=== block 1 ===
Block 1, placement by cell class:
Fill, decap, tap and diode cells in grey.
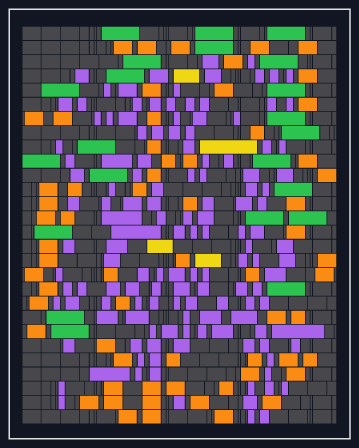

`config.mk`:
```
export PLATFORM = sky130hd
export DESIGN_NAME = decode_ctrl_stage_flat
export DESIGN_NICKNAME = d
export VERILOG_FILES = /design/src/rtl/decode_ctrl_stage_if.sv /design/src/rtl/decode_ctrl_stage.sv /design/src/flat_wrapper.sv
export SDC_FILE = /design/constraint.sdc
export NUM_CORES = 1
export LEC_CHECK = 0
export CAP_MARGIN = 25
export CELL_PAD_IN_SITES_DETAIL_PLACEMENT = 1
export CELL_PAD_IN_SITES_GLOBAL_PLACEMENT = 1
export CORE_AREA = 2 2 63 80
export DETAILED_ROUTE_END_ITERATION = 12
export DIE_AREA = 0 0 65 82
export PLACE_DENSITY_LB_ADDON = 0.1
export SETUP_SLACK_MARGIN = 0.15
export SLEW_MARGIN = 20
export SYNTH_ARGS = -nofsm -noshare
export SYNTH_HDL_FRONTEND = slang
export SYNTH_SLANG_ARGS = --single-unit
```
`constraint.sdc`:
```
create_clock -name CLK -period 2.6 [get_ports CLK]
set_input_delay 0.26 -clock CLK [delete_from_list [all_inputs] [get_ports CLK]]
set_output_delay 0.26 -clock CLK [all_outputs]
set_load 0.01 [all_outputs]
```
`src/rtl/decode_ctrl_stage_if.sv`:
```
// Fetch-to-decode handshake plus the registered ID/EX control bundle.
interface decode_ctrl_stage_if;
    localparam int unsigned INSTR_W = 32;

    logic               IN_VALID;
    logic [INSTR_W-1:0] INSTRUCTION;
    logic               IN_READY;
    logic               STALL;
    logic               FLUSH;
    logic               OUT_VALID;
    logic [2:0]         IMM_SEL;
    logic               OP1_SEL;
    logic               OP2_SEL;
    logic [4:0]         ALU_OPCODE;
    logic [1:0]         MEM_WRITE;
    logic [2:0]         MEM_READ;
    logic               REG_WRITE_ENABLE;
    logic [1:0]         WB_SEL;
    logic [2:0]         BRANCH_JUMP;
    logic               ILLEGAL;
    logic               MULDIV_BUSY;

    // Fetch / hazard side
    modport master (
        output IN_VALID, INSTRUCTION, STALL, FLUSH,
        input  IN_READY, OUT_VALID, IMM_SEL, OP1_SEL, OP2_SEL, ALU_OPCODE,
               MEM_WRITE, MEM_READ, REG_WRITE_ENABLE, WB_SEL, BRANCH_JUMP,
               ILLEGAL, MULDIV_BUSY
    );

    // Decode stage side
    modport slave (
        input  IN_VALID, INSTRUCTION, STALL, FLUSH,
        output IN_READY, OUT_VALID, IMM_SEL, OP1_SEL, OP2_SEL, ALU_OPCODE,
               MEM_WRITE, MEM_READ, REG_WRITE_ENABLE, WB_SEL, BRANCH_JUMP,
               ILLEGAL, MULDIV_BUSY
    );
endinterface

```
`src/rtl/decode_ctrl_stage.sv`:
```
// Registered RV32I(M) ID-stage control generator with valid/ready, stall,
// flush, illegal-instruction bubbling and a multi-cycle hold for M ops.
// Optional feature macro: CTRL_RV32M_EN (M-extension decode + hold counter).
module decode_ctrl_stage #(
    parameter int unsigned MUL_CYCLES = 2,
    parameter int unsigned DIV_CYCLES = 8
) (
    input  logic                  CLK,
    input  logic                  RESET,
    decode_ctrl_stage_if.slave    bus
);
    // Opcodes
    localparam logic [6:0] OPC_LOAD   = 7'b0000011;
    localparam logic [6:0] OPC_OPIMM  = 7'b0010011;
    localparam logic [6:0] OPC_AUIPC  = 7'b0010111;
    localparam logic [6:0] OPC_STORE  = 7'b0100011;
    localparam logic [6:0] OPC_OP     = 7'b0110011;
    localparam logic [6:0] OPC_LUI    = 7'b0110111;
    localparam logic [6:0] OPC_BRANCH = 7'b1100011;
    localparam logic [6:0] OPC_JALR   = 7'b1100111;
    localparam logic [6:0] OPC_JAL    = 7'b1101111;

    localparam logic [6:0] F7_BASE = 7'b0000000;
    localparam logic [6:0] F7_ALT  = 7'b0100000;
    localparam logic [6:0] F7_MEXT = 7'b0000001;

    // Pipeline control encodings
    localparam logic [2:0] I_TYPE = 3'd0, S_TYPE = 3'd1, B_TYPE = 3'd2,
                           U_TYPE = 3'd3, J_TYPE = 3'd4;
    localparam logic       DATA1 = 1'b0, PC = 1'b1;
    localparam logic       DATA2 = 1'b0, IMM = 1'b1;
    localparam logic [4:0] ADD = 5'd0, SUB = 5'd1, SLL = 5'd2, SLT = 5'd3,
                           SLTU = 5'd4, XOR = 5'd5, SRL = 5'd6, SRA = 5'd7,
                           OR = 5'd8, AND = 5'd9, PASS_B = 5'd10;
`ifdef CTRL_RV32M_EN
    localparam logic [4:0] MUL = 5'd11, MULH = 5'd12, MULHSU = 5'd13,
                           MULHU = 5'd14, DIV = 5'd15, DIVU = 5'd16,
                           REM = 5'd17, REMU = 5'd18;
`endif
    localparam logic [1:0] MEM_WRITE_0 = 2'd0, SB = 2'd1, SH = 2'd2, SW = 2'd3;
    localparam logic [2:0] MEM_READ_0 = 3'd0, LB = 3'd1, LH = 3'd2, LW = 3'd3,
                           LBU = 3'd4, LHU = 3'd5;
    localparam logic [1:0] ALU_RESULT = 2'd0, MEM_DATA = 2'd1, PC_PLUS_4 = 2'd2;
    localparam logic [2:0] BRANCH_JUMP_0 = 3'd0, BEQ = 3'd1, BNE = 3'd2,
                           BLT = 3'd3, BGE = 3'd4, BLTU = 3'd5, BGEU = 3'd6,
                           JUMP = 3'd7;

    // Reject hold lengths the 4-bit counter cannot represent
    if (MUL_CYCLES < 1 || MUL_CYCLES > 15) begin : g_bad_mul_cycles
        $error("MUL_CYCLES must be within 1..15");
    end
    if (DIV_CYCLES < 1 || DIV_CYCLES > 15) begin : g_bad_div_cycles
        $error("DIV_CYCLES must be within 1..15");
    end

    logic [6:0]  opcode;
    logic [2:0]  funct3;
    logic [6:0]  funct7;
    logic [14:0] unused_instr_bits;

    assign opcode            = bus.INSTRUCTION[6:0];
    assign funct3            = bus.INSTRUCTION[14:12];
    assign funct7            = bus.INSTRUCTION[31:25];
    assign unused_instr_bits = {bus.INSTRUCTION[24:15], bus.INSTRUCTION[11:7]};

    logic [2:0] dec_imm_sel;
    logic       dec_op1_sel;
    logic       dec_op2_sel;
    logic [4:0] dec_alu;
    logic [1:0] dec_mem_write;
    logic [2:0] dec_mem_read;
    logic       dec_rwe;
    logic [1:0] dec_wb_sel;
    logic [2:0] dec_bj;
    logic       dec_illegal;
`ifdef CTRL_RV32M_EN
    logic [3:0] dec_hold;
`endif

    // Combinational instruction decode; illegal encodings collapse to a bubble
    always_comb begin
        dec_imm_sel   = I_TYPE;
        dec_op1_sel   = DATA1;
        dec_op2_sel   = DATA2;
        dec_alu       = ADD;
        dec_mem_write = MEM_WRITE_0;
        dec_mem_read  = MEM_READ_0;
        dec_rwe       = 1'b0;
        dec_wb_sel    = ALU_RESULT;
        dec_bj        = BRANCH_JUMP_0;
        dec_illegal   = 1'b0;
`ifdef CTRL_RV32M_EN
        dec_hold      = 4'd0;
`endif
        case (opcode)
            OPC_LOAD: begin
                dec_op2_sel = IMM;
                dec_rwe     = 1'b1;
                dec_wb_sel  = MEM_DATA;
                case (funct3)
                    3'b000:  dec_mem_read = LB;
                    3'b001:  dec_mem_read = LH;
                    3'b010:  dec_mem_read = LW;
                    3'b100:  dec_mem_read = LBU;
                    3'b101:  dec_mem_read = LHU;
                    default: dec_illegal  = 1'b1;
                endcase
            end
            OPC_OPIMM: begin
                dec_op2_sel = IMM;
                dec_rwe     = 1'b1;
                case (funct3)
                    3'b000: dec_alu = ADD;
                    3'b001: begin
                        dec_alu     = SLL;
                        dec_illegal = (funct7 != F7_BASE);
                    end
                    3'b010: dec_alu = SLT;
                    3'b011: dec_alu = SLTU;
                    3'b100: dec_alu = XOR;
                    3'b101: begin
                        dec_alu     = (funct7 == F7_ALT) ? SRA : SRL;
                        dec_illegal = (funct7 != F7_BASE) && (funct7 != F7_ALT);
                    end
                    3'b110: dec_alu = OR;
                    default: dec_alu = AND;
                endcase
            end
            OPC_JALR: begin
                dec_op2_sel = IMM;
                dec_rwe     = 1'b1;
                dec_wb_sel  = PC_PLUS_4;
                dec_bj      = JUMP;
                dec_illegal = (funct3 != 3'b000);
            end
            OPC_STORE: begin
                dec_imm_sel = S_TYPE;
                dec_op2_sel = IMM;
                case (funct3)
                    3'b000:  dec_mem_write = SB;
                    3'b001:  dec_mem_write = SH;
                    3'b010:  dec_mem_write = SW;
                    default: dec_illegal   = 1'b1;
                endcase
            end
            OPC_OP: begin
                dec_rwe = 1'b1;
                if (funct7 == F7_BASE) begin
                    case (funct3)
                        3'b000:  dec_alu = ADD;
                        3'b001:  dec_alu = SLL;
                        3'b010:  dec_alu = SLT;
                        3'b011:  dec_alu = SLTU;
                        3'b100:  dec_alu = XOR;
                        3'b101:  dec_alu = SRL;
                        3'b110:  dec_alu = OR;
                        default: dec_alu = AND;
                    endcase
                end else if (funct7 == F7_ALT) begin
                    case (funct3)
                        3'b000:  dec_alu     = SUB;
                        3'b101:  dec_alu     = SRA;
                        default: dec_illegal = 1'b1;
                    endcase
`ifdef CTRL_RV32M_EN
                end else if (funct7 == F7_MEXT) begin
                    case (funct3)
                        3'b000:  dec_alu = MUL;
                        3'b001:  dec_alu = MULH;
                        3'b010:  dec_alu = MULHSU;
                        3'b011:  dec_alu = MULHU;
                        3'b100:  dec_alu = DIV;
                        3'b101:  dec_alu = DIVU;
                        3'b110:  dec_alu = REM;
                        default: dec_alu = REMU;
                    endcase
                    dec_hold = funct3[2] ? 4'(DIV_CYCLES - 1) : 4'(MUL_CYCLES - 1);
`endif
                end else begin
                    dec_illegal = 1'b1;
                end
            end
            OPC_LUI: begin
                dec_imm_sel = U_TYPE;
                dec_op2_sel = IMM;
                dec_alu     = PASS_B;
                dec_rwe     = 1'b1;
            end
            OPC_AUIPC: begin
                dec_imm_sel = U_TYPE;
                dec_op1_sel = PC;
                dec_op2_sel = IMM;
                dec_rwe     = 1'b1;
            end
            OPC_JAL: begin
                dec_imm_sel = J_TYPE;
                dec_op1_sel = PC;
                dec_op2_sel = IMM;
                dec_rwe     = 1'b1;
                dec_wb_sel  = PC_PLUS_4;
                dec_bj      = JUMP;
            end
            OPC_BRANCH: begin
                dec_imm_sel = B_TYPE;
                dec_alu     = SUB;
                case (funct3)
                    3'b000:  dec_bj      = BEQ;
                    3'b001:  dec_bj      = BNE;
                    3'b100:  dec_bj      = BLT;
                    3'b101:  dec_bj      = BGE;
                    3'b110:  dec_bj      = BLTU;
                    3'b111:  dec_bj      = BGEU;
                    default: dec_illegal = 1'b1;
                endcase
            end
            default: dec_illegal = 1'b1;
        endcase

        if (dec_illegal) begin
            dec_imm_sel   = I_TYPE;
            dec_op1_sel   = DATA1;
            dec_op2_sel   = DATA2;
            dec_alu       = ADD;
            dec_mem_write = MEM_WRITE_0;
            dec_mem_read  = MEM_READ_0;
            dec_rwe       = 1'b0;
            dec_wb_sel    = ALU_RESULT;
            dec_bj        = BRANCH_JUMP_0;
`ifdef CTRL_RV32M_EN
            dec_hold      = 4'd0;
`endif
        end
    end

    logic [2:0] imm_sel_q,   imm_sel_d;
    logic       op1_sel_q,   op1_sel_d;
    logic       op2_sel_q,   op2_sel_d;
    logic [4:0] alu_q,       alu_d;
    logic [1:0] mem_write_q, mem_write_d;
    logic [2:0] mem_read_q,  mem_read_d;
    logic       rwe_q,       rwe_d;
    logic [1:0] wb_sel_q,    wb_sel_d;
    logic [2:0] bj_q,        bj_d;
    logic       valid_q,     valid_d;
    logic       illegal_q,   illegal_d;
    logic       busy;
    logic       in_ready_c;
    logic       accept;
    logic       load_bubble;
    logic       load_dec;

`ifdef CTRL_RV32M_EN
    localparam logic [0:0] IDLE = 1'b0;
    localparam logic [0:0] HOLD = 1'b1;
    logic [0:0] state_q, state_d;
    logic [3:0] cnt_q,   cnt_d;
    assign busy = (state_q == HOLD);
`else
    assign busy = 1'b0;
`endif

    assign in_ready_c = !bus.STALL && !busy && !bus.FLUSH;
    assign accept     = bus.IN_VALID && in_ready_c;

    // Next-state selection: flush > stall > hold countdown > accept > bubble
    always_comb begin
        load_bubble = 1'b0;
        load_dec    = 1'b0;
        imm_sel_d   = imm_sel_q;
        op1_sel_d   = op1_sel_q;
        op2_sel_d   = op2_sel_q;
        alu_d       = alu_q;
        mem_write_d = mem_write_q;
        mem_read_d  = mem_read_q;
        rwe_d       = rwe_q;
        wb_sel_d    = wb_sel_q;
        bj_d        = bj_q;
        valid_d     = valid_q;
        illegal_d   = illegal_q;
`ifdef CTRL_RV32M_EN
        cnt_d       = cnt_q;
`endif
        if (bus.FLUSH) begin
            load_bubble = 1'b1;
        end else if (bus.STALL) begin
            load_bubble = 1'b0;
        end else if (busy) begin
`ifdef CTRL_RV32M_EN
            cnt_d = cnt_q - 4'd1;
`endif
        end else if (accept) begin
            load_dec = 1'b1;
        end else begin
            load_bubble = 1'b1;
        end

        if (load_bubble) begin
            imm_sel_d   = I_TYPE;
            op1_sel_d   = DATA1;
            op2_sel_d   = DATA2;
            alu_d       = ADD;
            mem_write_d = MEM_WRITE_0;
            mem_read_d  = MEM_READ_0;
            rwe_d       = 1'b0;
            wb_sel_d    = ALU_RESULT;
            bj_d        = BRANCH_JUMP_0;
            valid_d     = 1'b0;
            illegal_d   = 1'b0;
`ifdef CTRL_RV32M_EN
            cnt_d       = 4'd0;
`endif
        end
        if (load_dec) begin
            imm_sel_d   = dec_imm_sel;
            op1_sel_d   = dec_op1_sel;
            op2_sel_d   = dec_op2_sel;
            alu_d       = dec_alu;
            mem_write_d = dec_mem_write;
            mem_read_d  = dec_mem_read;
            rwe_d       = dec_rwe;
            wb_sel_d    = dec_wb_sel;
            bj_d        = dec_bj;
            valid_d     = 1'b1;
            illegal_d   = dec_illegal;
`ifdef CTRL_RV32M_EN
            cnt_d       = dec_hold;
`endif
        end
`ifdef CTRL_RV32M_EN
        state_d = (cnt_d != 4'd0) ? HOLD : IDLE;
`endif
    end

    // ID/EX boundary registers with synchronous reset to the bubble
    always_ff @(posedge CLK) begin
        if (RESET) begin
            imm_sel_q   <= I_TYPE;
            op1_sel_q   <= DATA1;
            op2_sel_q   <= DATA2;
            alu_q       <= ADD;
            mem_write_q <= MEM_WRITE_0;
            mem_read_q  <= MEM_READ_0;
            rwe_q       <= 1'b0;
            wb_sel_q    <= ALU_RESULT;
            bj_q        <= BRANCH_JUMP_0;
            valid_q     <= 1'b0;
            illegal_q   <= 1'b0;
`ifdef CTRL_RV32M_EN
            cnt_q       <= 4'd0;
            state_q     <= IDLE;
`endif
        end else begin
            imm_sel_q   <= imm_sel_d;
            op1_sel_q   <= op1_sel_d;
            op2_sel_q   <= op2_sel_d;
            alu_q       <= alu_d;
            mem_write_q <= mem_write_d;
            mem_read_q  <= mem_read_d;
            rwe_q       <= rwe_d;
            wb_sel_q    <= wb_sel_d;
            bj_q        <= bj_d;
            valid_q     <= valid_d;
            illegal_q   <= illegal_d;
`ifdef CTRL_RV32M_EN
            cnt_q       <= cnt_d;
            state_q     <= state_d;
`endif
        end
    end

    assign bus.IN_READY         = in_ready_c;
    assign bus.OUT_VALID        = valid_q;
    assign bus.IMM_SEL          = imm_sel_q;
    assign bus.OP1_SEL          = op1_sel_q;
    assign bus.OP2_SEL          = op2_sel_q;
    assign bus.ALU_OPCODE       = alu_q;
    assign bus.MEM_WRITE        = mem_write_q;
    assign bus.MEM_READ         = mem_read_q;
    assign bus.REG_WRITE_ENABLE = rwe_q;
    assign bus.WB_SEL           = wb_sel_q;
    assign bus.BRANCH_JUMP      = bj_q;
    assign bus.ILLEGAL          = illegal_q;
    assign bus.MULDIV_BUSY      = busy;
endmodule

```
`src/flat_wrapper.sv`:
```
// flat-port wrapper written by rule: the top's interface ports become plain ports
module decode_ctrl_stage_flat 
#(
    parameter int unsigned MUL_CYCLES = 2,
    parameter int unsigned DIV_CYCLES = 8
)
  (CLK, RESET, bus_IN_VALID, bus_INSTRUCTION, bus_STALL, bus_FLUSH, bus_IN_READY, bus_OUT_VALID, bus_IMM_SEL, bus_OP1_SEL, bus_OP2_SEL, bus_ALU_OPCODE, bus_MEM_WRITE, bus_MEM_READ, bus_REG_WRITE_ENABLE, bus_WB_SEL, bus_BRANCH_JUMP, bus_ILLEGAL, bus_MULDIV_BUSY);
  decode_ctrl_stage_if bus_i ();
  input  logic CLK;
  input  logic RESET;
  input wire logic [$bits(bus_i.IN_VALID)-1:0] bus_IN_VALID;
  input wire logic [$bits(bus_i.INSTRUCTION)-1:0] bus_INSTRUCTION;
  input wire logic [$bits(bus_i.STALL)-1:0] bus_STALL;
  input wire logic [$bits(bus_i.FLUSH)-1:0] bus_FLUSH;
  output wire logic [$bits(bus_i.IN_READY)-1:0] bus_IN_READY;
  output wire logic [$bits(bus_i.OUT_VALID)-1:0] bus_OUT_VALID;
  output wire logic [$bits(bus_i.IMM_SEL)-1:0] bus_IMM_SEL;
  output wire logic [$bits(bus_i.OP1_SEL)-1:0] bus_OP1_SEL;
  output wire logic [$bits(bus_i.OP2_SEL)-1:0] bus_OP2_SEL;
  output wire logic [$bits(bus_i.ALU_OPCODE)-1:0] bus_ALU_OPCODE;
  output wire logic [$bits(bus_i.MEM_WRITE)-1:0] bus_MEM_WRITE;
  output wire logic [$bits(bus_i.MEM_READ)-1:0] bus_MEM_READ;
  output wire logic [$bits(bus_i.REG_WRITE_ENABLE)-1:0] bus_REG_WRITE_ENABLE;
  output wire logic [$bits(bus_i.WB_SEL)-1:0] bus_WB_SEL;
  output wire logic [$bits(bus_i.BRANCH_JUMP)-1:0] bus_BRANCH_JUMP;
  output wire logic [$bits(bus_i.ILLEGAL)-1:0] bus_ILLEGAL;
  output wire logic [$bits(bus_i.MULDIV_BUSY)-1:0] bus_MULDIV_BUSY;
  assign bus_i.IN_VALID = bus_IN_VALID;
  assign bus_i.INSTRUCTION = bus_INSTRUCTION;
  assign bus_i.STALL = bus_STALL;
  assign bus_i.FLUSH = bus_FLUSH;
  assign bus_IN_READY = bus_i.IN_READY;
  assign bus_OUT_VALID = bus_i.OUT_VALID;
  assign bus_IMM_SEL = bus_i.IMM_SEL;
  assign bus_OP1_SEL = bus_i.OP1_SEL;
  assign bus_OP2_SEL = bus_i.OP2_SEL;
  assign bus_ALU_OPCODE = bus_i.ALU_OPCODE;
  assign bus_MEM_WRITE = bus_i.MEM_WRITE;
  assign bus_MEM_READ = bus_i.MEM_READ;
  assign bus_REG_WRITE_ENABLE = bus_i.REG_WRITE_ENABLE;
  assign bus_WB_SEL = bus_i.WB_SEL;
  assign bus_BRANCH_JUMP = bus_i.BRANCH_JUMP;
  assign bus_ILLEGAL = bus_i.ILLEGAL;
  assign bus_MULDIV_BUSY = bus_i.MULDIV_BUSY;
  decode_ctrl_stage #(.MUL_CYCLES(MUL_CYCLES), .DIV_CYCLES(DIV_CYCLES)) u_core (.CLK(CLK), .RESET(RESET), .bus(bus_i));
endmodule
```
=== block 2 ===
**src/rtl/poker_types.svh**
```systemverilog
// Shared poker action encoding and USB HID keycodes used by the action entry logic.
`ifndef POKER_TYPES_SVH
`define POKER_TYPES_SVH

typedef enum logic [2:0] {
  FOLD  = 3'd0,
  CHECK = 3'd1,
  CALL  = 3'd2,
  BET   = 3'd3,
  RAISE = 3'd4
} action_t;

localparam logic [7:0] KEY_B     = 8'h05;
localparam logic [7:0] KEY_C     = 8'h06;
localparam logic [7:0] KEY_F     = 8'h09;
localparam logic [7:0] KEY_R     = 8'h15;
localparam logic [7:0] KEY_1     = 8'h1E;
localparam logic [7:0] KEY_2     = 8'h1F;
localparam logic [7:0] KEY_3     = 8'h20;
localparam logic [7:0] KEY_4     = 8'h21;
localparam logic [7:0] KEY_5     = 8'h22;
localparam logic [7:0] KEY_6     = 8'h23;
localparam logic [7:0] KEY_7     = 8'h24;
localparam logic [7:0] KEY_8     = 8'h25;
localparam logic [7:0] KEY_9     = 8'h26;
localparam logic [7:0] KEY_0     = 8'h27;
localparam logic [7:0] KEY_ENTER = 8'h28;
localparam logic [7:0] KEY_ESC   = 8'h29;
localparam logic [7:0] KEY_BKSP  = 8'h2A;

`endif

```
**src/rtl/action_input_pkg.sv**
```systemverilog
// Types and helpers for the keyboard-driven poker action entry block.
package action_input_pkg;

  `include "poker_types.svh"

  localparam int unsigned CHIP_W = 11;

  typedef logic [CHIP_W-1:0] chips_t;

  typedef enum logic [3:0] {
    KC_NONE,
    KC_DIGIT,
    KC_FOLD,
    KC_CALL,
    KC_BET,
    KC_RAISE,
    KC_ENTER,
    KC_ESC,
    KC_BKSP,
    KC_OTHER
  } key_class_t;

  typedef enum logic [1:0] {
    ST_IDLE,
    ST_ENTRY,
    ST_ISSUE
  } state_t;

  // Clamp a wide intermediate chip count to the acting player's stack (all-in).
  function automatic chips_t clamp_to_stack(input logic [14:0] value, input chips_t stack);
    return (value > {4'd0, stack}) ? stack : value[CHIP_W-1:0];
  endfunction

endpackage

```
**src/rtl/key_event.sv**
```systemverilog
// Turns a held-key keycode stream into single-cycle key events and classifies the key.
module key_event
  import action_input_pkg::*;
(
  input  logic       clk,
  input  logic       reset_n,
  input  logic [7:0] keycode,
  output logic       evt,
  output logic       is_digit,
  output logic [3:0] digit,
  output key_class_t key_class
);

  logic [7:0] keycode_q;

  // NOTE: sequential state uses non-blocking assignments so every flop samples pre-edge values.
  always_ff @(posedge clk) begin
    if (!reset_n) begin
      keycode_q <= 8'h00;
    end else begin
      keycode_q <= keycode;
    end
  end

  assign evt = (keycode != 8'h00) && (keycode != keycode_q);

  always_comb begin
    is_digit  = 1'b0;
    digit     = 4'd0;
    key_class = KC_OTHER;
    case (keycode)
      8'h00:     key_class = KC_NONE;
      KEY_F:     key_class = KC_FOLD;
      KEY_C:     key_class = KC_CALL;
      KEY_B:     key_class = KC_BET;
      KEY_R:     key_class = KC_RAISE;
      KEY_ENTER: key_class = KC_ENTER;
      KEY_ESC:   key_class = KC_ESC;
      KEY_BKSP:  key_class = KC_BKSP;
      KEY_0:     begin is_digit = 1'b1; digit = 4'd0; key_class = KC_DIGIT; end
      KEY_1:     begin is_digit = 1'b1; digit = 4'd1; key_class = KC_DIGIT; end
      KEY_2:     begin is_digit = 1'b1; digit = 4'd2; key_class = KC_DIGIT; end
      KEY_3:     begin is_digit = 1'b1; digit = 4'd3; key_class = KC_DIGIT; end
      KEY_4:     begin is_digit = 1'b1; digit = 4'd4; key_class = KC_DIGIT; end
      KEY_5:     begin is_digit = 1'b1; digit = 4'd5; key_class = KC_DIGIT; end
      KEY_6:     begin is_digit = 1'b1; digit = 4'd6; key_class = KC_DIGIT; end
      KEY_7:     begin is_digit = 1'b1; digit = 4'd7; key_class = KC_DIGIT; end
      KEY_8:     begin is_digit = 1'b1; digit = 4'd8; key_class = KC_DIGIT; end
      KEY_9:     begin is_digit = 1'b1; digit = 4'd9; key_class = KC_DIGIT; end
      default:   key_class = KC_OTHER;
    endcase
  end

endmodule

```
**src/rtl/action_input.sv**
```systemverilog
// Keyboard front end for the poker table: turns key events into a FOLD/CHECK/CALL/BET/RAISE
// action with an amount, offered to the poker FSM over a valid/ready handshake.
module action_input
  import action_input_pkg::*;
(
  input  logic                   clk,
  input  logic                   reset_n,
  input  logic [7:0]             keycode,
  input  logic                   if_BetCheck,
  input  logic                   current_player,
  input  logic                   wait_state,
  input  logic [1:0][CHIP_W-1:0] player_stacks,
  input  logic [1:0][CHIP_W-1:0] player_pots,
  output logic                   action_valid,
  input  logic                   action_ready,
  output action_t                action,
  output logic [CHIP_W-1:0]      amount,
  output logic                   entry_active,
  output logic [CHIP_W-1:0]      entry_amount
);

  logic       evt;
  logic       is_digit;
  logic [3:0] digit;
  key_class_t key_class;

  key_event u_key_event (
    .clk       (clk),
    .reset_n   (reset_n),
    .keycode   (keycode),
    .evt       (evt),
    .is_digit  (is_digit),
    .digit     (digit),
    .key_class (key_class)
  );

  state_t state_q, state_d;
  logic   valid_d;
  action_t action_d;
  chips_t amount_d, entry_d;
  logic   entry_player_q, entry_player_d;

  chips_t      own_stack, own_pot, opp_pot, call_gap, call_amount;
  logic [14:0] digit_sum;

  assign own_stack = player_stacks[current_player];
  assign own_pot   = player_pots[current_player];
  assign opp_pot   = player_pots[!current_player];
  assign call_gap  = opp_pot - own_pot;

  // A negative gap (already matched or ahead) calls nothing.
  assign call_amount = (opp_pot > own_pot) ? clamp_to_stack({4'd0, call_gap}, own_stack) : '0;
  assign digit_sum   = 15'(entry_amount) * 15'd10 + 15'(digit);

  always_comb begin
    // NOTE: every output of this block gets a default first, so no path can infer a latch.
    state_d        = state_q;
    valid_d        = action_valid;
    action_d       = action;
    amount_d       = amount;
    entry_d        = entry_amount;
    entry_player_d = entry_player_q;

    case (state_q)
      ST_IDLE: begin
        if (evt && !wait_state) begin
          case (key_class)
            KC_FOLD: begin
              action_d = FOLD;
              amount_d = '0;
              valid_d  = 1'b1;
              state_d  = ST_ISSUE;
            end
            KC_CALL: begin
              action_d = if_BetCheck ? CHECK : CALL;
              amount_d = if_BetCheck ? '0 : call_amount;
              valid_d  = 1'b1;
              state_d  = ST_ISSUE;
            end
            KC_BET, KC_RAISE: begin
              if ((key_class == KC_BET) == if_BetCheck) begin
                entry_d        = '0;
                entry_player_d = current_player;
                state_d        = ST_ENTRY;
              end
            end
            default: ;
          endcase
        end
      end

      ST_ENTRY: begin
        // Leaving the table or a seat change invalidates the half-typed amount.
        if (wait_state || (current_player != entry_player_q)) begin
          entry_d = '0;
          state_d = ST_IDLE;
        end else if (evt && is_digit) begin
          entry_d = clamp_to_stack(digit_sum, own_stack);
        end else if (evt) begin
          case (key_class)
            KC_BKSP: entry_d = entry_amount / CHIP_W'(10);
            KC_ESC: begin
              entry_d = '0;
              state_d = ST_IDLE;
            end
            KC_ENTER: begin
              if (entry_amount != '0) begin
                action_d = if_BetCheck ? BET : RAISE;
                amount_d = entry_amount;
                valid_d  = 1'b1;
                state_d  = ST_ISSUE;
              end
            end
            default: ;
          endcase
        end
      end

      ST_ISSUE: begin
        if (action_valid && action_ready) begin
          valid_d = 1'b0;
          entry_d = '0;
          state_d = ST_IDLE;
        end
      end

      default: state_d = ST_IDLE;
    endcase
  end

  always_ff @(posedge clk) begin
    if (!reset_n) begin
      state_q        <= ST_IDLE;
      action_valid   <= 1'b0;
      action         <= CHECK;
      amount         <= '0;
      entry_amount   <= '0;
      entry_player_q <= 1'b0;
    end else begin
      state_q        <= state_d;
      action_valid   <= valid_d;
      action         <= action_d;
      amount         <= amount_d;
      entry_amount   <= entry_d;
      entry_player_q <= entry_player_d;
    end
  end

  assign entry_active = (state_q == ST_ENTRY);

endmodule

```
**config.mk**
```make
export PLATFORM = sky130hd
export DESIGN_NAME = action_input
export DESIGN_NICKNAME = d
export VERILOG_FILES = /design/src/rtl/action_input_pkg.sv /design/src/rtl/key_event.sv /design/src/rtl/action_input.sv
export VERILOG_INCLUDE_DIRS = /design/src /design/src/rtl
export SDC_FILE = /design/constraint.sdc
export NUM_CORES = 1
export LEC_CHECK = 0
export CAP_MARGIN = 0
export CORE_AREA = 2 2 75 130
export DETAILED_ROUTE_END_ITERATION = 6
export DIE_AREA = 0 0 77 132
export GPL_ROUTABILITY_DRIVEN = 0
export HOLD_SLACK_MARGIN = 0.15
export MAX_ROUTING_LAYER = met4
export PLACE_DENSITY = 0.94
export SLEW_MARGIN = 20
export SYNTH_ARGS = -nofsm -noshare
export SYNTH_HDL_FRONTEND = slang
export SYNTH_SLANG_ARGS = --single-unit
export TNS_END_PERCENT = 1
```
**constraint.sdc**
```tcl
create_clock -name clk -period 13.51 [get_ports clk]
set_input_delay 1.351 -clock clk [delete_from_list [all_inputs] [get_ports clk]]
set_output_delay 1.351 -clock clk [all_outputs]
set_load 0.05 [all_outputs]
```
=== block 3 ===
[config.mk]
export PLATFORM = sky130hd
export DESIGN_NAME = seg7_scanner
export DESIGN_NICKNAME = d
export VERILOG_FILES = /design/src/rtl/seg7_scanner.sv
export SDC_FILE = /design/constraint.sdc
export NUM_CORES = 1
export LEC_CHECK = 0
export CORE_AREA = 2 2 94 69
export CTS_BUF_LIST = sky130_fd_sc_hd__clkbuf_8
export CTS_CLUSTER_SIZE = 12
export DETAILED_ROUTE_END_ITERATION = 12
export DIE_AREA = 0 0 96 71
export SYNTH_ARGS = -nofsm -noshare
export SYNTH_HDL_FRONTEND = slang
export SYNTH_SLANG_ARGS = --single-unit
[constraint.sdc]
create_clock -name clk -period 2.5 [get_ports clk]
set_input_delay 0.5 -clock clk [delete_from_list [all_inputs] [get_ports clk]]
set_output_delay 0.5 -clock clk [all_outputs]
set_load 0.05 [all_outputs]
[src/rtl/seg7_scanner.sv]
// ============================================================================
// Module   : seg7_scanner
// Purpose  : 4-digit multiplexed hex 7-segment scanner with frame snapshot,
//            leading-zero blanking and synchronized scan-clock tick.
// Revision : 1.0
// ============================================================================
`default_nettype none

module seg7_scanner #(
  parameter bit SEG_ACTIVE_LOW = 1'b1,
  parameter bit AN_ACTIVE_LOW  = 1'b1,
  parameter bit BLANK_LEADING  = 1'b1
) (
  input  logic        clk,
  input  logic        rst,
  input  logic        clk_div,
  input  logic        enable,
  input  logic [15:0] value,
  input  logic [3:0]  dp,
  output logic [6:0]  seg,
  output logic        dp_out,
  output logic [3:0]  an,
  output logic [1:0]  digit_idx
);

  localparam logic [6:0] SEG_OFF = {7{SEG_ACTIVE_LOW}};
  localparam logic       DP_OFF  = SEG_ACTIVE_LOW;
  localparam logic [3:0] AN_OFF  = {4{AN_ACTIVE_LOW}};

  logic        s1_q, s2_q, s3_q;
  logic        en_q;
  logic [1:0]  idx_q, idx_d;
  logic [15:0] snap_val_q, snap_val_d;
  logic [3:0]  snap_dp_q, snap_dp_d;
  logic [6:0]  seg_q, seg_d;
  logic        dp_q, dp_d;
  logic [3:0]  an_q, an_d;

  logic        scan_tick;
  logic        en_rise;
  logic [3:0]  nib;
  logic [3:0]  zero_from;
  logic        blank;
  logic [6:0]  seg_on;
  logic        dp_on;
  logic [3:0]  an_on;

  function automatic logic [6:0] hex_decode(input logic [3:0] n);
    logic [6:0] s;
    case (n)
      4'h0: s = 7'h3F;
      4'h1: s = 7'h06;
      4'h2: s = 7'h5B;
      4'h3: s = 7'h4F;
      4'h4: s = 7'h66;
      4'h5: s = 7'h6D;
      4'h6: s = 7'h7D;
      4'h7: s = 7'h07;
      4'h8: s = 7'h7F;
      4'h9: s = 7'h6F;
      4'hA: s = 7'h77;
      4'hB: s = 7'h7C;
      4'hC: s = 7'h39;
      4'hD: s = 7'h5E;
      4'hE: s = 7'h79;
      default: s = 7'h71;
    endcase
    return s;
  endfunction

  assign scan_tick = s2_q & ~s3_q;
  assign en_rise   = enable & ~en_q;

  // Outputs are decoded from next-state index/snapshot so an and seg switch together.
  always_comb begin
    idx_d      = idx_q;
    snap_val_d = snap_val_q;
    snap_dp_d  = snap_dp_q;
    if (enable) begin
      if (en_rise) begin
        idx_d      = 2'd0;
        snap_val_d = value;
        snap_dp_d  = dp;
      end else if (scan_tick) begin
        idx_d = idx_q + 2'd1;
        if (idx_q == 2'd3) begin
          snap_val_d = value;
          snap_dp_d  = dp;
        end
      end
    end
  end

  always_comb begin
    nib          = snap_val_d[{idx_d, 2'b00} +: 4];
    zero_from[3] = (snap_val_d[15:12] == 4'h0);
    zero_from[2] = zero_from[3] & (snap_val_d[11:8] == 4'h0);
    zero_from[1] = zero_from[2] & (snap_val_d[7:4] == 4'h0);
    zero_from[0] = zero_from[1] & (snap_val_d[3:0] == 4'h0);
    blank        = BLANK_LEADING && (idx_d != 2'd0) && zero_from[idx_d];
    seg_on       = blank ? 7'h00 : hex_decode(nib);
    dp_on        = snap_dp_d[idx_d];
    an_on        = 4'b0001 << idx_d;
    if (!enable) begin
      seg_on = 7'h00;
      dp_on  = 1'b0;
      an_on  = 4'h0;
    end
    seg_d = seg_on ^ SEG_OFF;
    dp_d  = dp_on ^ DP_OFF;
    an_d  = an_on ^ AN_OFF;
  end

  always_ff @(posedge clk or posedge rst) begin
    if (rst) begin
      s1_q       <= 1'b0;
      s2_q       <= 1'b0;
      s3_q       <= 1'b0;
      en_q       <= 1'b0;
      idx_q      <= 2'd0;
      snap_val_q <= 16'h0000;
      snap_dp_q  <= 4'h0;
      seg_q      <= SEG_OFF;
      dp_q       <= DP_OFF;
      an_q       <= AN_OFF;
    end else begin
      s1_q       <= clk_div;
      s2_q       <= s1_q;
      s3_q       <= s2_q;
      en_q       <= enable;
      idx_q      <= idx_d;
      snap_val_q <= snap_val_d;
      snap_dp_q  <= snap_dp_d;
      seg_q      <= seg_d;
      dp_q       <= dp_d;
      an_q       <= an_d;
    end
  end

  assign seg       = seg_q;
  assign dp_out    = dp_q;
  assign an        = an_q;
  assign digit_idx = idx_q;

endmodule

`default_nettype wire


==> layout pictures side by side <==
The metal 2 layer.
picture 1
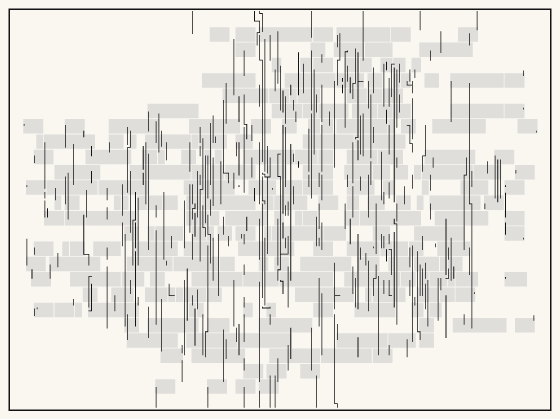
picture 2
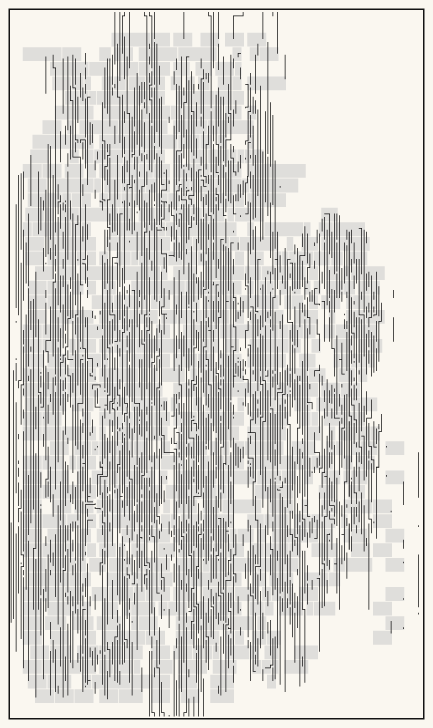
picture 3
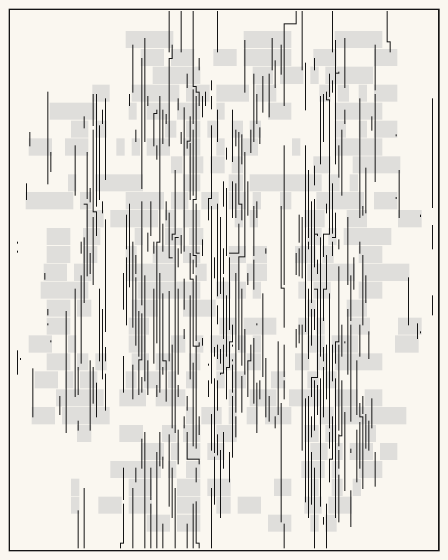
Picture 3 comes from block 1.
Picture 1 comes from block 3.
Picture 2 comes from block 2.

Block 1, port wiring:
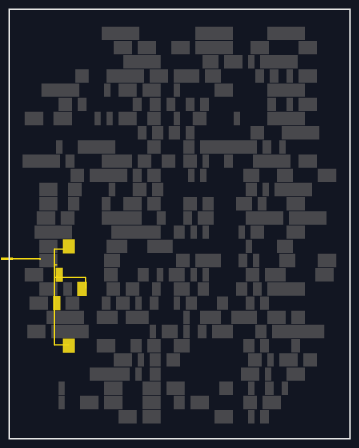
[yellow] `bus_STALL` | bits: 1 | direction: input | edge: left | end cells: 5 | buffers: 1 | wire: 37.2 um

About 'placement by cell class' of block 1:
[yellow] clock drivers and dummy loads | cells: 4
[orange] remaining buffers and delay cells | cells: 63
[green] sequential cells | cells: 22
[purple] combinational and other logic | cells: 135

==> impl.org, block 1 <==
#+TITLE: Implementation results

** GRT
- The initial antenna violation count was 0.
- Via count of the first global-routing pass :: 1555

** Power
- The design draws 0.820 mW.
- The worst VDD IR drop from the latest analysis is 0.000190 V.
- Leak Pwr :: 0.701 nW

** Synth
- Mapped Avg Cell Area :: 8.24 um^2
- Of all cell types, the one taking the most synthesized area is sky130_fd_sc_hd__dfxtp_1.
- The synthesis stats list as the most numerous cell sky130_fd_sc_hd__dfxtp_1.
- Area leader share :: 0.318
- In the synthesized netlist the async set-or-reset flop fraction comes to 0.
- The portion of synthesized area spent on multiplexers is 0.
- Synthesis-stage register bit count :: 22
- Distinct cell type count of the synthesized netlist :: 44
- The synthesis run shows the most used standard cells to be sky130_fd_sc_hd__dfxtp_1, sky130_fd_sc_hd__nand2_1, sky130_fd_sc_hd__nor2_1, sky130_fd_sc_hd__o21ai_0, sky130_fd_sc_hd__a22o_1.

** Place
- The placement report lists the number of port buffers as 44.
- Routability-driven placement finished with a final weighted congestion of 0.962.
- Detail Placement HPWL :: 3650 um

** Clock network
- Clock tree synthesis inserted a total of 3 buffers.
- H-tree depth :: 1
- Count of instances resized after the clock tree is built :: 0
- After clock tree synthesis, the clock-pin slew on the worst setup and hold paths is 90 ps.

** Final timing
- Max Slew Vio Count :: 0
- Adding up every negative setup slack in the final design gives 0 ps.
- Tightest Pin Transition :: 490 ps

** Critical path
- In this run the worst setup path terminates at u_core.bus.MEM_READ[0].
- Critical Path AT :: 2440 ps
- Origin of the worst setup path :: bus_INSTRUCTION[2]
- R2R setup slack :: 1760 ps
- Critical path's top delay family :: AND-OR/OR-AND gates
- Required time of the critical path :: 2780 ps
- Listed in order, past its start point the critical path passes clkdlybuf4s50_1, nand2_1, a21oi_1, o311a_2, o2111ai_4, buf_4, or3_4, o41ai_2.

** Final layout
- Layout cells sized above 1 :: 0.174
- The number of antenna diodes in the final layout is 0.
- Clk_buf instances :: 3
- Seq cells :: 22
- The top cell types in the final layout, fill and taps aside, are sky130_fd_sc_hd__clkdlybuf4s50_1, sky130_fd_sc_hd__dfxtp_1, sky130_fd_sc_hd__nand2_1.

** Drt
- Routed wire per std cell :: 16.0 um
- Per the detail_route report, the via count comes to 1507.

** Run status
- The flow ran to the end, and the final reports show no timing, DRC or antenna violations.

** Min path
- WHS Endpoint :: u_core.bus.IMM_SEL[1]

** Floorplanning
- Area of the core region :: 4590 um^2
block 1: kinds of logic (layout without fill, tap and decap cells):
kind of cell           Yosys count  count (layout)
AND/OR/NAND/NOR                 73              73
AND-OR/OR-AND                   57              57
flip-flops                      22              22
buffers and inverters           13              68
XOR/XNOR                         2               2
other                            1               2
block 1: where the power goes:
group,internal [mW],switching [mW]
registers,0.338,0.000604
logic,0.0721,0.0754
clock network,0.206,0.128
block 1: routing by layer:
layer | wire, um | vias to the layer above
met5 | 0 | -
met1 | 1820 | 730
met3 | 194 | 10
met2 | 2410 | 38
met4 | 112 | 0
li1 | - | 729
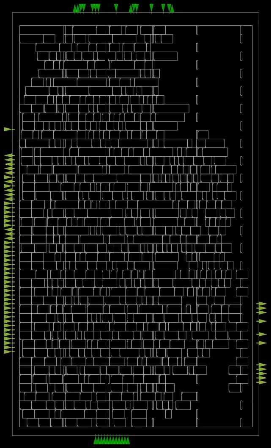
Block 2: placed standard cells
area of the core region: 9090 um^2
core utilization of the finished layout: 0.693
flip-flop and latch share of the layout cell area: 0.117

==> impl.org, block 2 <==
#+TITLE: Implementation results

** Run status
- Outcome :: finished clean

** Critical path
- The capture point of the worst register-to-register path is recorded as entry_amount[8].
- Stages on worst setup path :: 24

** Drt
- Length of the first detailed-routing pass in iterations :: 7
- Nets still carrying antenna violations after routing amount to 0.
- Number of vias per cell after detailed routing :: 6.84
- Met2 wire length :: 8840 um
- Total detailed-routing wirelength :: 17100 um

** Final layout
- The layout has 712 filler cells.

** GRT
- The first global-routing pass estimated 27600 um of wire.
- Across every metal layer, demand over resource in global routing totals 0.339.
- Overall overflow remaining after global route :: 0
- The global router reports that the layer with the highest usage is met2.

** Synth
- Distinct cell type count of the synthesized netlist :: 82
- Of the post-synthesis cell area, the dominant cell type holds 0.139.
- The cell-mix breakdown from Yosys lists the adder-cell area share as 0.136.

** Final timing
- Setup slack closes at 7150 ps.
- In the final report, the number of endpoints failing setup comes to 0.
- On the final layout, the worst hold slack is 502 ps.

** Clock network
- Number of buffers inserted to repair setup after CTS :: 0
- After clock tree synthesis, the repair step resized 0 gates.
- The cell sitting at the root of the clock tree is a sky130_fd_sc_hd__clkbuf_16.
- The clock passes through at most 2 buffers.

** Place
- Per the placement log, port buffering inserted 84 buffers.

** Floorplanning
- Chip Height :: 132 um
block 2: state kept, by name, indices dropped and copies added, names as in the netlist:
signal	count
entry_player_q	1
action	3
state_q	2
u_key_event.keycode_q	8
action_valid	1
amount	11
entry_amount	11
block 2: cell type report:
type                            count  share of cell area
Clock inverter                      3              0.0109
Inverter                           29              0.0173
Timing Repair Buffer               87               0.136
Clock buffer                        5              0.0198
Multi-Input combinational cell    583               0.675
Sequential cell                    37               0.117
Tap cell                          120              0.0238
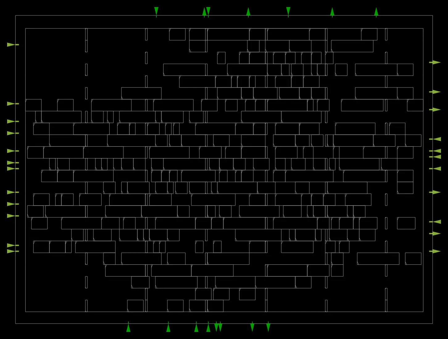
Block 3: placed standard cells
Seq cells: 38
filler cell count: 508
flip-flop and latch share of the layout cell area: 0.309
area of the core region: 5980 um^2
Layout Cells excl Fill: 327

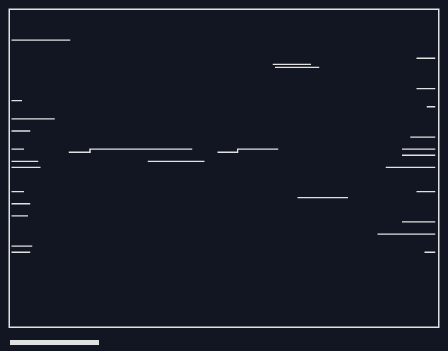
Block 3: signal wires on met3
Bar = 20 um.
main direction: horizontal
nets with wire on the layer: 27
wire length on this layer: 210 um
share of all routed wire: 4.6%
longest straight run: 22.8 um

==> impl.org, block 3 <==
#+TITLE: Implementation results

** Run status
- The run finished with clean final reports.

** Final timing
- Setup slack of the critical path after layout :: 72.4 ps
- Count of final hold-check violations :: 0

** Clock network
- Clock slew at reported path FFs :: 80 ps
- Root buffer cell :: sky130_fd_sc_hd__clkbuf_8
- Clock latency on the worst-skew pair, taken at its later pin, is 290 ps.
- Hold repair after CTS inserted 0 buffers.

** GRT
- Summed over all layers, the global routing overflow is 0.
- Via count of the first global-routing pass :: 1470

** Critical path
- For this run, the slowest stage of the critical path takes 350 ps.
- Category of the worst setup path launch point :: input pin
- Required time of the critical path :: 2710 ps
- Walking the critical path from launch to capture passes 12 cell instances.

** Final layout
- Final instance area :: 3150 um^2
- By instance count after routing, the leading logic cell types are sky130_fd_sc_hd__buf_4, sky130_fd_sc_hd__clkdlybuf4s50_1, sky130_fd_sc_hd__dfrtp_1.
- Registers take 971 um^2.
- The class occupying the most area after layout is reported as logic gates.
- The fraction of final cell area spent on clock buffers and inverters in this run is 0.0453.

** Synth
- XOR/XNOR Fraction of Synth Area :: 0

** Floorplanning
- Well-Tap Cells :: 78
block 3: flip-flops by register name, indices dropped and copies added (netlist names):
name and cells:
snap_dp_q 4, s3_q 1, snap_val_q 16, digit_idx 2
dp_out 1, s1_q 1, en_q 1, an 4
s2_q 1, seg 7
block 3: power by group:
group | switching [mW] | internal, mW
Combinational | 0.665 | 0.603
Clock | 0.222 | 0.426
Sequential | 0.0481 | 0.759
Total | 0.935 | 1.79
block 3: timing repair:
item,4_1_cts,5_1_grt
pin swaps,1,6
setup endpoints to repair,7,7
gates resized,14,19
gates cloned,1,0
setup buffers,3,6

Power is estimated from default activity; no workload was simulated.
